# aux_lut_reader

==> aux_lut_reader/clocks.png <==
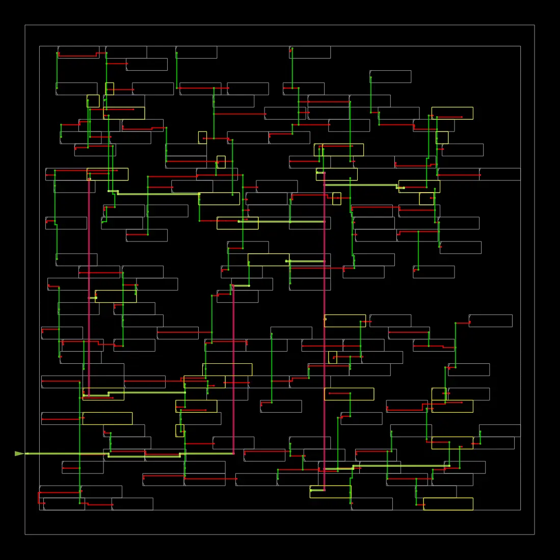

[src/rtl/aux_lut_reader.sv]
// AUX DAC table reader: turns an (AUX_A, AUX_B) code pair into two 32-bit table words
// through one shared read port, with an optional last-code cache per channel.
module aux_lut_reader #(
  parameter logic [23:0] A_BASE   = 24'h000000,
  parameter logic [23:0] B_BASE   = 24'h000000,
  parameter bit          CACHE_EN = 1'b1
) (
  input  logic        CLK,
  input  logic        n_RES,
  input  logic        in_valid,
  output logic        in_ready,
  input  logic [7:0]  AUX_A,
  input  logic [14:0] AUX_B,
  output logic        mem_rd,
  output logic [23:0] mem_addr,
  input  logic [31:0] mem_rdata,
  input  logic        mem_rvalid,
  output logic        out_valid,
  input  logic        out_ready,
  output logic [31:0] AOut,
  output logic [31:0] BOut
);

  typedef enum logic [2:0] {
    IDLE   = 3'd0,
    REQ_A  = 3'd1,
    WAIT_A = 3'd2,
    REQ_B  = 3'd3,
    WAIT_B = 3'd4,
    OUT    = 3'd5
  } state_t;

  state_t      state_reg;
  logic [7:0]  code_a_reg;
  logic [14:0] code_b_reg;
  logic [7:0]  last_a_reg;
  logic [14:0] last_b_reg;
  logic        a_cv_reg;
  logic        b_cv_reg;

  logic        a_hit_in;
  logic        b_hit;
  logic [23:0] addr_a_in;
  logic [23:0] addr_b;

  // The A hit is judged on the incoming code so the REQ_A read pulse can be registered at accept.
  assign a_hit_in  = CACHE_EN && a_cv_reg && (AUX_A == last_a_reg);
  assign b_hit     = CACHE_EN && b_cv_reg && (code_b_reg == last_b_reg);
  assign addr_a_in = A_BASE + {16'b0, AUX_A};
  assign addr_b    = B_BASE + {9'b0, code_b_reg};

  always_ff @(posedge CLK or negedge n_RES) begin
    if (!n_RES) begin
      state_reg  <= IDLE;
      in_ready   <= 1'b1;
      out_valid  <= 1'b0;
      mem_rd     <= 1'b0;
      mem_addr   <= 24'h0;
      AOut       <= 32'h0;
      BOut       <= 32'h0;
      code_a_reg <= 8'h0;
      code_b_reg <= 15'h0;
      last_a_reg <= 8'h0;
      last_b_reg <= 15'h0;
      a_cv_reg   <= 1'b0;
      b_cv_reg   <= 1'b0;
    end else begin
      case (state_reg)
        IDLE: begin
          if (in_valid && in_ready) begin
            code_a_reg <= AUX_A;
            code_b_reg <= AUX_B;
            in_ready   <= 1'b0;
            state_reg  <= REQ_A;
            if (!a_hit_in) begin
              mem_rd   <= 1'b1;
              mem_addr <= addr_a_in;
            end
          end
        end
        // mem_rd high here means the A lookup missed and its pulse is on the bus now.
        REQ_A: begin
          if (mem_rd) begin
            mem_rd    <= 1'b0;
            state_reg <= WAIT_A;
          end else begin
            state_reg <= REQ_B;
            if (!b_hit) begin
              mem_rd   <= 1'b1;
              mem_addr <= addr_b;
            end
          end
        end
        WAIT_A: begin
          if (mem_rvalid) begin
            AOut       <= mem_rdata;
            last_a_reg <= code_a_reg;
            a_cv_reg   <= 1'b1;
            state_reg  <= REQ_B;
            if (!b_hit) begin
              mem_rd   <= 1'b1;
              mem_addr <= addr_b;
            end
          end
        end
        REQ_B: begin
          if (mem_rd) begin
            mem_rd    <= 1'b0;
            state_reg <= WAIT_B;
          end else begin
            out_valid <= 1'b1;
            state_reg <= OUT;
          end
        end
        WAIT_B: begin
          if (mem_rvalid) begin
            BOut       <= mem_rdata;
            last_b_reg <= code_b_reg;
            b_cv_reg   <= 1'b1;
            out_valid  <= 1'b1;
            state_reg  <= OUT;
          end
        end
        OUT: begin
          if (out_ready) begin
            out_valid <= 1'b0;
            in_ready  <= 1'b1;
            state_reg <= IDLE;
          end
        end
        default: begin
          state_reg <= IDLE;
          in_ready  <= 1'b1;
          out_valid <= 1'b0;
          mem_rd    <= 1'b0;
        end
      endcase
    end
  end

endmodule

[config.mk]
export PLATFORM = sky130hd
export DESIGN_NAME = aux_lut_reader
export DESIGN_NICKNAME = d
export VERILOG_FILES = /design/src/rtl/aux_lut_reader.sv
export SDC_FILE = /design/constraint.sdc
export NUM_CORES = 1
export LEC_CHECK = 0
export ABC_AREA = 0
export CAP_MARGIN = 40
export CORE_MARGIN = 3
export CORE_UTILIZATION = 48
export DETAILED_ROUTE_END_ITERATION = 6
export PLACE_DENSITY = 0.8
export SLEW_MARGIN = 40
export SYNTH_ARGS = -nofsm -noshare
export SYNTH_HDL_FRONTEND = slang
export SYNTH_SLANG_ARGS = --single-unit
export TNS_END_PERCENT = 50
[constraint.sdc]
create_clock -name CLK -period 2.4 [get_ports CLK]
set_clock_uncertainty 0.15 [all_clocks]
set_input_delay 0.48 -clock CLK [delete_from_list [all_inputs] [get_ports CLK]]
set_output_delay 0.48 -clock CLK [all_outputs]
set_load 0.005 [all_outputs]
# fu_ctrl_port

--- config.mk ---
export PLATFORM = sky130hd
export DESIGN_NAME = fu_ctrl_port
export DESIGN_NICKNAME = d
export VERILOG_FILES = /design/src/rtl/fu_ctrl_port.sv
export SDC_FILE = /design/constraint.sdc
export NUM_CORES = 2
export LEC_CHECK = 0
export CORE_AREA = 2 2 418 420
export DETAILED_ROUTE_END_ITERATION = 8
export DIE_AREA = 0 0 420 422
export PLACE_DENSITY = 0.66
export SETUP_SLACK_MARGIN = 0.5
export SYNTH_ARGS = -nofsm -noshare
export SYNTH_HDL_FRONTEND = slang
export SYNTH_SLANG_ARGS = --single-unit
export TNS_END_PERCENT = 20
--- constraint.sdc ---
create_clock -name clk -period 7.79 [get_ports clk]
set_clock_uncertainty 0.15 [all_clocks]
set_input_delay 2.337 -clock clk [delete_from_list [all_inputs] [get_ports clk]]
set_output_delay 2.337 -clock clk [all_outputs]
set_load 0.03 [all_outputs]
--- src/rtl/fu_ctrl_port.sv ---
// fu_ctrl_port
// Controller-side endpoint of one functional unit. Issued instructions are
// buffered in a small issue queue and presented to the FU from its head;
// FU issue is metered by result credits so that the result FIFO can never
// overflow (FU results carry no backpressure). Captured results drain to
// writeback through a valid/ready handshake. A flush empties both queues and
// arranges for the results still in flight to be discarded on arrival.
//
// Ports
//   clk, rst                 clock (rising edge), async active-low reset
//   iss_*                    issue side: valid/ready + instruction fields
//   inst_id/inst/op/out_prn/pc, inst_valid, fu_ready   drive to the FU
//   fu_out_*                 FU result strobe and fields (no backpressure)
//   wb_*                     writeback side: valid/ready + result fields
//   flush                    synchronous squash
//   proto_err                sticky: result strobe seen with nothing in flight
module fu_ctrl_port #(
  parameter int INST_ID_BITS = 6,
  parameter int PRN_BITS     = 6,
  parameter int MAX_OPERANDS = 3,
  parameter int ISSUE_DEPTH  = 2,
  parameter int RESULT_DEPTH = 4
) (
  input  logic                    clk,
  input  logic                    rst,
  input  logic                    iss_valid,
  output logic                    iss_ready,
  input  logic [INST_ID_BITS-1:0] iss_inst_id,
  input  logic [31:0]             iss_inst,
  input  logic [63:0]             iss_op [MAX_OPERANDS],
  input  logic [PRN_BITS-1:0]     iss_out_prn [MAX_OPERANDS],
  input  logic [63:0]             iss_pc,
  output logic [INST_ID_BITS-1:0] inst_id,
  output logic [31:0]             inst,
  output logic [63:0]             op [MAX_OPERANDS],
  output logic [PRN_BITS-1:0]     out_prn [MAX_OPERANDS],
  output logic [63:0]             pc,
  output logic                    inst_valid,
  input  logic                    fu_ready,
  input  logic [PRN_BITS-1:0]     fu_out_prn [MAX_OPERANDS],
  input  logic [63:0]             fu_out_data [MAX_OPERANDS],
  input  logic                    fu_out_data_valid [MAX_OPERANDS],
  input  logic [INST_ID_BITS-1:0] fu_out_inst_id,
  input  logic                    fu_out_valid,
  output logic                    wb_valid,
  input  logic                    wb_ready,
  output logic [INST_ID_BITS-1:0] wb_inst_id,
  output logic [PRN_BITS-1:0]     wb_prn [MAX_OPERANDS],
  output logic [63:0]             wb_data [MAX_OPERANDS],
  output logic                    wb_data_valid [MAX_OPERANDS],
  input  logic                    flush,
  output logic                    proto_err
);

  localparam int ICW = $clog2(ISSUE_DEPTH + 1);
  localparam int IPW = $clog2(ISSUE_DEPTH);
  localparam int RCW = $clog2(RESULT_DEPTH + 1);
  localparam int RPW = $clog2(RESULT_DEPTH);

  logic [INST_ID_BITS-1:0] iq_id   [ISSUE_DEPTH];
  logic [31:0]             iq_inst [ISSUE_DEPTH];
  logic [63:0]             iq_op   [ISSUE_DEPTH][MAX_OPERANDS];
  logic [PRN_BITS-1:0]     iq_prn  [ISSUE_DEPTH][MAX_OPERANDS];
  logic [63:0]             iq_pc   [ISSUE_DEPTH];
  logic [IPW-1:0]          iq_wr, iq_rd;
  logic [ICW-1:0]          iss_count;

  logic [INST_ID_BITS-1:0] rq_id   [RESULT_DEPTH];
  logic [PRN_BITS-1:0]     rq_prn  [RESULT_DEPTH][MAX_OPERANDS];
  logic [63:0]             rq_data [RESULT_DEPTH][MAX_OPERANDS];
  logic                    rq_dv   [RESULT_DEPTH][MAX_OPERANDS];
  logic [RPW-1:0]          rq_wr, rq_rd;
  logic [RCW-1:0]          res_count;

  logic [RCW-1:0] credits, inflight, drop_cnt, inflight_left;
  logic push, accept, res_seen, drop, capture, wb_pop;

  assign iss_ready  = (iss_count < ICW'(ISSUE_DEPTH)) && !flush;
  assign inst_valid = (iss_count != '0) && (credits != '0) && !flush;
  assign wb_valid   = (res_count != '0);

  assign push     = iss_valid && iss_ready;
  assign accept   = inst_valid && fu_ready;
  // A strobe with nothing in flight is a protocol error and is otherwise ignored.
  assign res_seen = fu_out_valid && (inflight != '0);
  assign drop     = res_seen && (drop_cnt != '0);
  assign capture  = res_seen && (drop_cnt == '0) && !flush;
  assign wb_pop   = wb_valid && wb_ready && !flush;
  // In-flight count after retiring a result that arrives in the flush cycle.
  assign inflight_left = inflight - RCW'(res_seen);

  assign inst_id    = iq_id[iq_rd];
  assign inst       = iq_inst[iq_rd];
  assign pc         = iq_pc[iq_rd];
  assign wb_inst_id = rq_id[rq_rd];

  always_comb begin
    for (int unsigned i = 0; i < MAX_OPERANDS; i++) begin
      op[i]            = iq_op[iq_rd][i];
      out_prn[i]       = iq_prn[iq_rd][i];
      wb_prn[i]        = rq_prn[rq_rd][i];
      wb_data[i]       = rq_data[rq_rd][i];
      wb_data_valid[i] = rq_dv[rq_rd][i];
    end
  end

  always_ff @(posedge clk or negedge rst) begin
    if (!rst) begin
      iq_wr     <= '0;
      iq_rd     <= '0;
      iss_count <= '0;
      for (int unsigned e = 0; e < ISSUE_DEPTH; e++) begin
        iq_id[e]   <= '0;
        iq_inst[e] <= '0;
        iq_pc[e]   <= '0;
        for (int unsigned i = 0; i < MAX_OPERANDS; i++) begin
          iq_op[e][i]  <= '0;
          iq_prn[e][i] <= '0;
        end
      end
    end else if (flush) begin
      iq_wr     <= '0;
      iq_rd     <= '0;
      iss_count <= '0;
    end else begin
      if (push) begin
        iq_id[iq_wr]   <= iss_inst_id;
        iq_inst[iq_wr] <= iss_inst;
        iq_pc[iq_wr]   <= iss_pc;
        for (int unsigned i = 0; i < MAX_OPERANDS; i++) begin
          iq_op[iq_wr][i]  <= iss_op[i];
          iq_prn[iq_wr][i] <= iss_out_prn[i];
        end
        iq_wr <= iq_wr + IPW'(1);
      end
      if (accept) iq_rd <= iq_rd + IPW'(1);
      if (push && !accept)      iss_count <= iss_count + ICW'(1);
      else if (!push && accept) iss_count <= iss_count - ICW'(1);
    end
  end

  always_ff @(posedge clk or negedge rst) begin
    if (!rst) begin
      rq_wr     <= '0;
      rq_rd     <= '0;
      res_count <= '0;
      for (int unsigned e = 0; e < RESULT_DEPTH; e++) begin
        rq_id[e] <= '0;
        for (int unsigned i = 0; i < MAX_OPERANDS; i++) begin
          rq_prn[e][i]  <= '0;
          rq_data[e][i] <= '0;
          rq_dv[e][i]   <= 1'b0;
        end
      end
    end else if (flush) begin
      rq_wr     <= '0;
      rq_rd     <= '0;
      res_count <= '0;
    end else begin
      if (capture) begin
        rq_id[rq_wr] <= fu_out_inst_id;
        for (int unsigned i = 0; i < MAX_OPERANDS; i++) begin
          rq_prn[rq_wr][i]  <= fu_out_prn[i];
          rq_data[rq_wr][i] <= fu_out_data[i];
          rq_dv[rq_wr][i]   <= fu_out_data_valid[i];
        end
        rq_wr <= rq_wr + RPW'(1);
      end
      if (wb_pop) rq_rd <= rq_rd + RPW'(1);
      if (capture && !wb_pop)      res_count <= res_count + RCW'(1);
      else if (!capture && wb_pop) res_count <= res_count - RCW'(1);
    end
  end

  // credits + inflight + res_count stays equal to RESULT_DEPTH.
  always_ff @(posedge clk or negedge rst) begin
    if (!rst) begin
      credits  <= RCW'(RESULT_DEPTH);
      inflight <= '0;
      drop_cnt <= '0;
    end else if (flush) begin
      inflight <= inflight_left;
      drop_cnt <= inflight_left;
      credits  <= RCW'(RESULT_DEPTH) - inflight_left;
    end else begin
      credits  <= credits - RCW'(accept) + RCW'(wb_pop) + RCW'(drop);
      inflight <= inflight + RCW'(accept) - RCW'(res_seen);
      if (drop) drop_cnt <= drop_cnt - RCW'(1);
    end
  end

  always_ff @(posedge clk or negedge rst) begin
    if (!rst)                             proto_err <= 1'b0;
    else if (fu_out_valid && inflight == '0) proto_err <= 1'b1;
  end

endmodule

# mem_arbiter

## src/rtl/mem_arbiter.sv

```systemverilog
// Two-requester memory arbiter: round-robin on ties, grant held for the whole
// burst while the owner keeps cs asserted, no combinational path from ack to mem_*.
module mem_arbiter #(
    parameter int ADDR_WIDTH = 32,
    parameter int DATA_WIDTH = 32
) (
    input  logic                  clk,
    input  logic                  rst,
    // Requester 0 (instruction cache controller)
    input  logic                  s0_cs_i,
    input  logic                  s0_we_i,
    input  logic [ADDR_WIDTH-1:0] s0_addr_i,
    input  logic [DATA_WIDTH-1:0] s0_data_i,
    output logic [DATA_WIDTH-1:0] s0_data_o,
    output logic                  s0_ack_o,
    // Requester 1 (data cache controller)
    input  logic                  s1_cs_i,
    input  logic                  s1_we_i,
    input  logic [ADDR_WIDTH-1:0] s1_addr_i,
    input  logic [DATA_WIDTH-1:0] s1_data_i,
    output logic [DATA_WIDTH-1:0] s1_data_o,
    output logic                  s1_ack_o,
    // Shared memory
    output logic                  mem_cs_o,
    output logic                  mem_we_o,
    output logic [ADDR_WIDTH-1:0] mem_addr_o,
    output logic [DATA_WIDTH-1:0] mem_data_o,
    input  logic [DATA_WIDTH-1:0] mem_data_i,
    input  logic                  mem_ack_i,
    // Ownership and debug visibility
    output logic [1:0]            gnt_o,
    output logic                  last_o,
    output logic [1:0]            state_o
);

    // Handshake: a requester holds cs (with stable we/addr/data) for each word
    // until its ack pulses; ack is only forwarded to the current owner while its
    // cs is high, so stray or late memory acks are silently dropped.

    typedef enum logic [1:0] {
        S_IDLE = 2'd0,
        S_GNT0 = 2'd1,
        S_GNT1 = 2'd2
    } state_t;

    state_t state, next_state;

    always_ff @(posedge clk or posedge rst) begin
        if (rst) begin
            state  <= S_IDLE;
            last_o <= 1'b1;
        end else begin
            state <= next_state;
            if (next_state == S_GNT0)
                last_o <= 1'b0;
            else if (next_state == S_GNT1)
                last_o <= 1'b1;
        end
    end

    always_comb begin
        next_state = state;
        case (state)
            S_IDLE: begin
                if (s0_cs_i && s1_cs_i)
                    next_state = last_o ? S_GNT0 : S_GNT1;
                else if (s0_cs_i)
                    next_state = S_GNT0;
                else if (s1_cs_i)
                    next_state = S_GNT1;
            end
            S_GNT0: begin
                if (!s0_cs_i)
                    next_state = s1_cs_i ? S_GNT1 : S_IDLE;
            end
            S_GNT1: begin
                if (!s1_cs_i)
                    next_state = s0_cs_i ? S_GNT0 : S_IDLE;
            end
            default: next_state = S_IDLE;
        endcase
    end

    // Request mux is driven purely by the registered owner and requester inputs.
    always_comb begin
        mem_cs_o   = 1'b0;
        mem_we_o   = 1'b0;
        mem_addr_o = '0;
        mem_data_o = '0;
        gnt_o      = 2'b00;
        case (state)
            S_GNT0: begin
                mem_cs_o   = s0_cs_i;
                mem_we_o   = s0_we_i;
                mem_addr_o = s0_addr_i;
                mem_data_o = s0_data_i;
                gnt_o      = 2'b01;
            end
            S_GNT1: begin
                mem_cs_o   = s1_cs_i;
                mem_we_o   = s1_we_i;
                mem_addr_o = s1_addr_i;
                mem_data_o = s1_data_i;
                gnt_o      = 2'b10;
            end
            default: ;
        endcase
    end

    assign s0_ack_o  = mem_ack_i && (state == S_GNT0) && s0_cs_i;
    assign s1_ack_o  = mem_ack_i && (state == S_GNT1) && s1_cs_i;
    assign s0_data_o = mem_data_i;
    assign s1_data_o = mem_data_i;
    assign state_o   = state;

endmodule

```

## config.mk

```make
export PLATFORM = sky130hd
export DESIGN_NAME = mem_arbiter
export DESIGN_NICKNAME = d
export VERILOG_FILES = /design/src/rtl/mem_arbiter.sv
export SDC_FILE = /design/constraint.sdc
export NUM_CORES = 1
export LEC_CHECK = 0
export CORE_AREA = 2 2 118 120
export DETAILED_ROUTE_END_ITERATION = 10
export DIE_AREA = 0 0 120 122
export GPL_TIMING_DRIVEN = 0
export PLACE_DENSITY = 0.54
export SLEW_MARGIN = 20
export SYNTH_ARGS = -nofsm -noshare
export SYNTH_HDL_FRONTEND = slang
export SYNTH_SLANG_ARGS = --single-unit
```

## constraint.sdc

```tcl
create_clock -name clk -period 2.3 [get_ports clk]
set_input_delay 0.23 -clock clk [delete_from_list [all_inputs] [get_ports clk]]
set_output_delay 0.23 -clock clk [all_outputs]
set_load 0.02 [all_outputs]
```


==> gallery <==
Pin placement.
image #1
(3 px per um) Pins as bars across the die edge, other pins in grey.
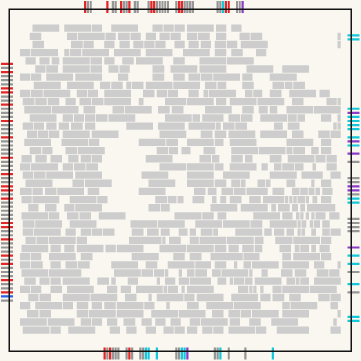
image #2
(1 px per um) Pins as bars across the die edge, other pins in grey.
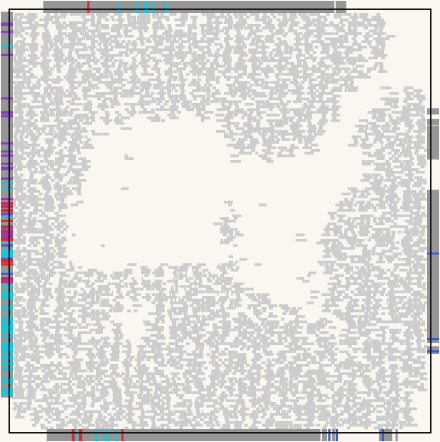
image #3
(3 px per um) Pins as bars across the die edge, other pins in grey.
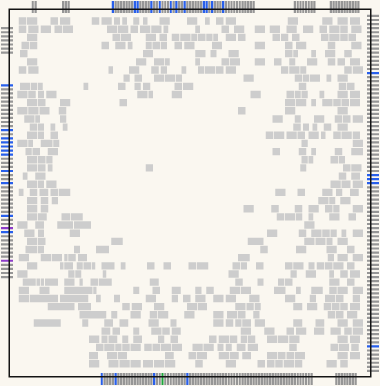
- image #2 = fu_ctrl_port
- image #3 = mem_arbiter
- image #1 = aux_lut_reader

==> aux_lut_reader/layer_met4.png <==
(3 px per um) Supply wires on this layer in grey. Cells faint in the background.
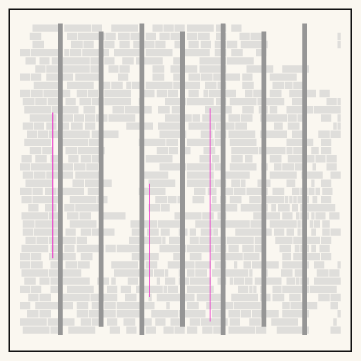
nets with wire on the layer = 2
longest straight run = 70.7 um
share of all routed wire = 1.3%
Detailed Route WL: 12300 um
via count: 3562

==> aux_lut_reader/detail.png <==
Region (60, 60) to (110, 110) um. Cells in grey, sequential cells in the stronger grey; small squares are vias.
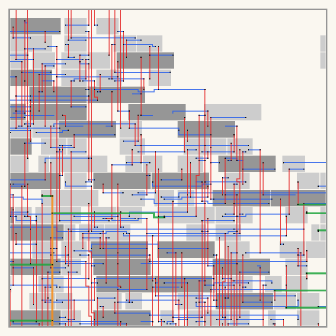
green -> metal 3
blue -> metal 1
red -> metal 2
orange -> metal 4
cells with their middle in the window = 109
sequential cells in the window = 26
netlist names of flops here include = `mem_addr` (6), `code_a_reg` (5), `last_a_reg` (5)
most frequent = mux2_2 (29), dfrtp_1 (26), clkdlybuf4s50_1 (21)

## Picture notes: aux_lut_reader/clocks.png
CTS Buf Count: 17
total clock sinks: 133
clock latency (worst-skew pair): 0.41 ns
Flop Count: 133
clk_buf instances: 17

==> flow_metrics.env, aux_lut_reader <==
# yosys + openroad results
export IMPL_highest_layer="met4"
export IMPL_cts_root_buf="clkbuf_16"
export IMPL_swShare=0.284
export IMPL_largest_cell_class="sequential cells"
export IMPL_routed_via_density=5.12
export IMPL_hold_ws_ns=0.321
export IMPL_cp_start_kind="input port"
export IMPL_fp_dieH_um=114
export IMPL_nets=603
export IMPL_placed_area_um2=7230
export IMPL_final_max_slew_viol_count=0
export IMPL_clkCellAreaFrac=0.0781
export IMPL_hold_path_endpoint="b_cv_reg"
export IMPL_power_density_nw_per_um2=1390
export IMPL_syn_area_per_cell_um2=14.7
export IMPL_design_core_area_um2=11100
export IMPL_cts_hold_buf=1
export IMPL_synth_top_cell_by_count="dfrtp_1"
export IMPL_worstHoldStart="b_cv_reg"
export IMPL_antenna_cells=0
export IMPL_layoutNonFillerInstCount=696
export IMPL_netSwitchingPower_mw=3.11
export IMPL_setup_slack_ns=0.219
export IMPL_top_area_cell="dfrtp_1"
export IMPL_comb_share=0.261
export IMPL_rr_worst_depth=6
export IMPL_dpl_hpwl_um=8570
export IMPL_post_cts_buffers=0
export IMPL_ys_types=35
export IMPL_outcome="finished, final reports clean"
export IMPL_grt_pass1_wl_um=20400
export IMPL_path_cells="clkdlybuf4s50_1, nand2_1, o211ai_1, nand3b_2, a211oi_4, buf_4, mux2_2"
export IMPL_mux_area_frac=0.272
export IMPL_synthesis_area_um2=5550
export IMPL_worstReg2RegStart="in_ready"
export IMPL_yosys_most_used_dff="dfrtp_1"
export IMPL_yosysChipArea_um2=5550
export IMPL_hold_viol_final=0
export IMPL_critPathCapture="mem_addr[3]"
export IMPL_reg2reg_to="mem_addr[3]"
export IMPL_buffers=165
export IMPL_grt_use_met1=0.237
export IMPL_crit_fanout=4
export IMPL_fin_crit_ns=2.18
export IMPL_gr_usage_all_layers=0.204
export IMPL_postLayoutCoreUtil=0.709
export IMPL_crit_path_top_delay_cell="clkdlybuf4s50_1"
export IMPL_met3_usage=0.0828
export IMPL_cts_resized=0
export IMPL_sh_seq_area=0.424
export IMPL_synthArstFlopShare=1.00
export IMPL_ys_seq_frac=0.600
export IMPL_antenna_found_initial=0
export IMPL_drv_cap=0
export IMPL_power_sequential_mw=4.08
export IMPL_seqCellArea_um2=3330
export IMPL_logic_gate_count=218
export IMPL_rsz0062_at_grt="false"
export IMPL_dieArea_um2=12900
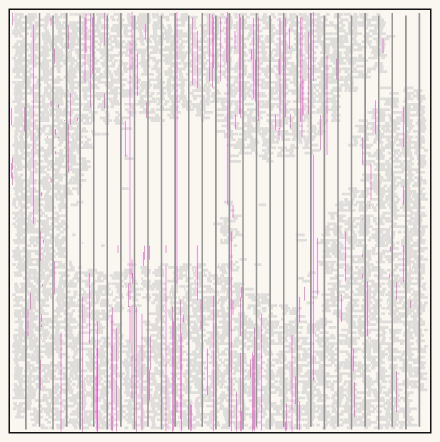
(fu_ctrl_port/layer_met4.png)
(1 px per um) Supply wires on this layer in grey. Cells faint in the background.
nets with wire on the layer = 106
longest straight run = 271 um
Detailed Route WL: 180000 um
via count: 37900

==> flow_metrics.env, fu_ctrl_port <==
# yosys + openroad results
export IMPL_outcome="finished, final reports clean"
export IMPL_cts_tree="done"
export IMPL_crit_type="input port to primary output"
export IMPL_fill_cells=14700
export IMPL_wire_per_inst_um=24.1
export IMPL_clock_power_mw=8.19
export IMPL_rsz0062_at_grt="false"
export IMPL_synth_top_cell_area_share=0.573
export IMPL_drcViolationCount=0
export IMPL_antenna_found_initial=64
export IMPL_lay_top_count="dfrtp_1"
export IMPL_placed_cells=7128
export IMPL_overflow=0
export IMPL_highest_layer="met5"
export IMPL_antenna_cells=32
export IMPL_warning_count=55
export IMPL_place_congestion=0.817
export IMPL_worstHoldStart="proto_err"
export IMPL_drv_cap=0
export IMPL_cts_resized=0
export IMPL_die_w_um=420
export IMPL_crit_fanout=3
export IMPL_met3_usage=0.0607
export IMPL_logic_gate_count=2128
export IMPL_postLayoutCoreUtil=0.490
export IMPL_inverters=19
export IMPL_largest_registers="rq_data (768), iq_op (384), iq_pc (128)"
export IMPL_wl_met1_um=68200
export IMPL_mux_area_frac=0.385
export IMPL_worstReg2RegStart="credits[0]"
export IMPL_hold_depth=1
export IMPL_fp_dieH_um=422
export IMPL_tightest_slew_ns=1.06
export IMPL_internal_power_mw=22.3
export IMPL_ys_warnings_count=0
export IMPL_edf_count=0
export IMPL_placed_area_um2=79000
export IMPL_comb_power_mw=14.4
export IMPL_first_pass_iters=6
export IMPL_path_delay_family="buffers and inverters"
export IMPL_synthArstFlopShare=1.00
export IMPL_path_cells="clkdlybuf4s50_1, nor3_1, clkdlybuf4s50_1"
export IMPL_ff_count=1521
export IMPL_r2r_setup_slack_ns=4.51
export IMPL_reg2reg_to="credits[2]"
export IMPL_fin_tns_setup_ns=0
export IMPL_fin_crit_ns=6.34
export IMPL_fp_util=0.384
export IMPL_cts_made_buffers=170
export IMPL_yosys_cells=3923
export IMPL_crit_path_top_delay_cell="clkdlybuf4s50_1"
export IMPL_synth_top_cell_by_count="dfrtp_1"
export IMPL_area_leaders="dfrtp_1, mux2_2, mux4_2"
export IMPL_nonClkBufAreaFrac=0.138
export IMPL_netSwitchingPower_mw=12.1
export IMPL_adder_share=0.00347
export IMPL_comb_share=0.310
export IMPL_gr_usage_all_layers=0.202
export IMPL_sh_seq_area=0.449
export IMPL_yosysChipArea_um2=66400
export IMPL_hold_path_endpoint="proto_err"
export IMPL_design_core_area_um2=173000
==> mem_arbiter/placement_by_type.png <==
(4 px per um)
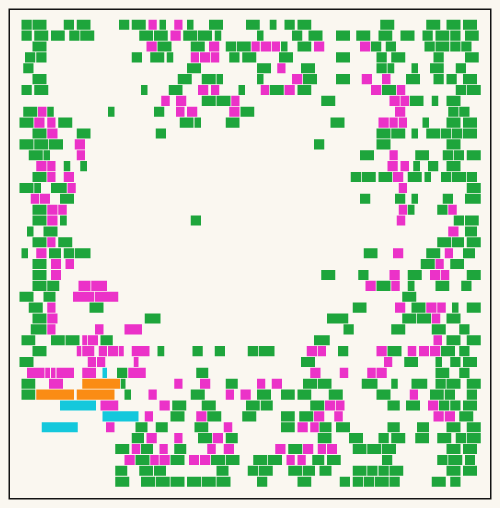
green -> other buffers and delay cells  # cells 358
cyan -> clock drivers and dummy loads  # cells 4
magenta -> combinational and other logic  # cells 157
orange -> flops  # cells 3
Cell Rows: 43
Seq area share: 0.0168
post-layout util: 0.348

==> flow_metrics.env, mem_arbiter <==
# yosys + openroad results
export IMPL_outcome="finished, final reports clean"
export IMPL_p_seq_frac=0.032
export IMPL_placed_cells=698
export IMPL_drive_gt1_frac=0.262
export IMPL_ys_sh_aoi=0.308
export IMPL_setup_slack_ns=0.116
export IMPL_cp_num_buf_inv=5
export IMPL_drcViolationCount=0
export IMPL_drv_cap=0
export IMPL_xor_share=0
export IMPL_tightest_slew_ns=0.346
export IMPL_nets=696
export IMPL_comb_power_mw=3.57
export IMPL_swShare=0.501
export IMPL_yosysChipArea_um2=1810
export IMPL_dieArea_um2=14600
export IMPL_largest_reg_flops=2
export IMPL_ys_seq_elements=3
export IMPL_syn_nets=421
export IMPL_first_pass_iters=4
export IMPL_cts_tree="done"
export IMPL_placed_area_um2=4740
export IMPL_path_cells="inv_1, ha_1, buf_6, buf_8, buf_4, a22oi_1, nor2b_1, clkdlybuf4s15_2"
export IMPL_ys_top_logic_family="buffers and inverters"
export IMPL_clk_pin_slew_ns=0.03
export IMPL_finalSetupViolCount=0
export IMPL_edf_count=0
export IMPL_peakVddDrop_uv=612
export IMPL_hp_class="input port to asynchronous set/reset pin"
export IMPL_simple_gate_area_frac=0.243
export IMPL_top_area_cell="a22oi_1"
export IMPL_min_period_over_period=0.950
export IMPL_worstPathRequired_ns=2.07
export IMPL_ant_nets=0
export IMPL_leakage_nw=2.02
export IMPL_power_leader="combinational cells"
export IMPL_common_cells="a22oi_1, buf_4, nor2b_1"


==> gallery <==
The metal 3 layer.
panel A
(1 px per um) Cells faint in the background.
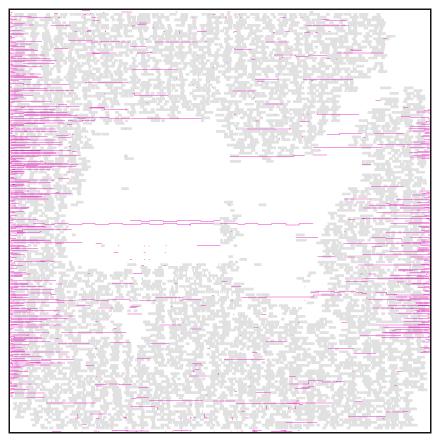
panel B
(4 px per um) Cells faint in the background.
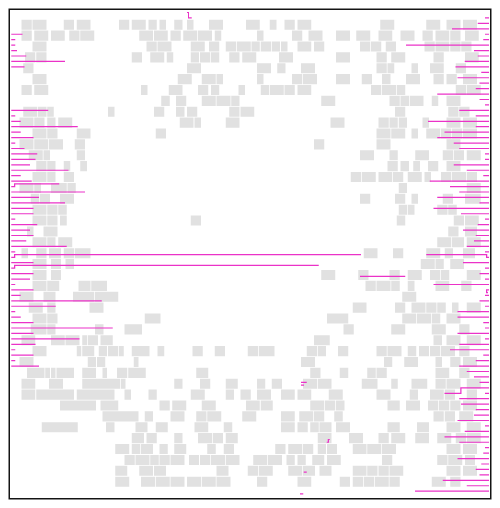
panel C
(4 px per um) Cells faint in the background.
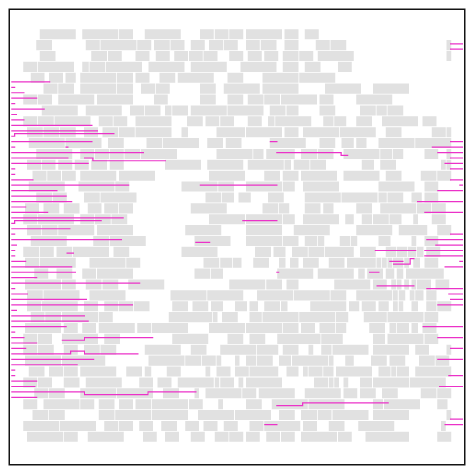
- panel A = fu_ctrl_port
- panel C = aux_lut_reader
- panel B = mem_arbiter
The one with the largest die is panel A.

Key to panel B:
main direction = horizontal
nets with wire on the layer = 148

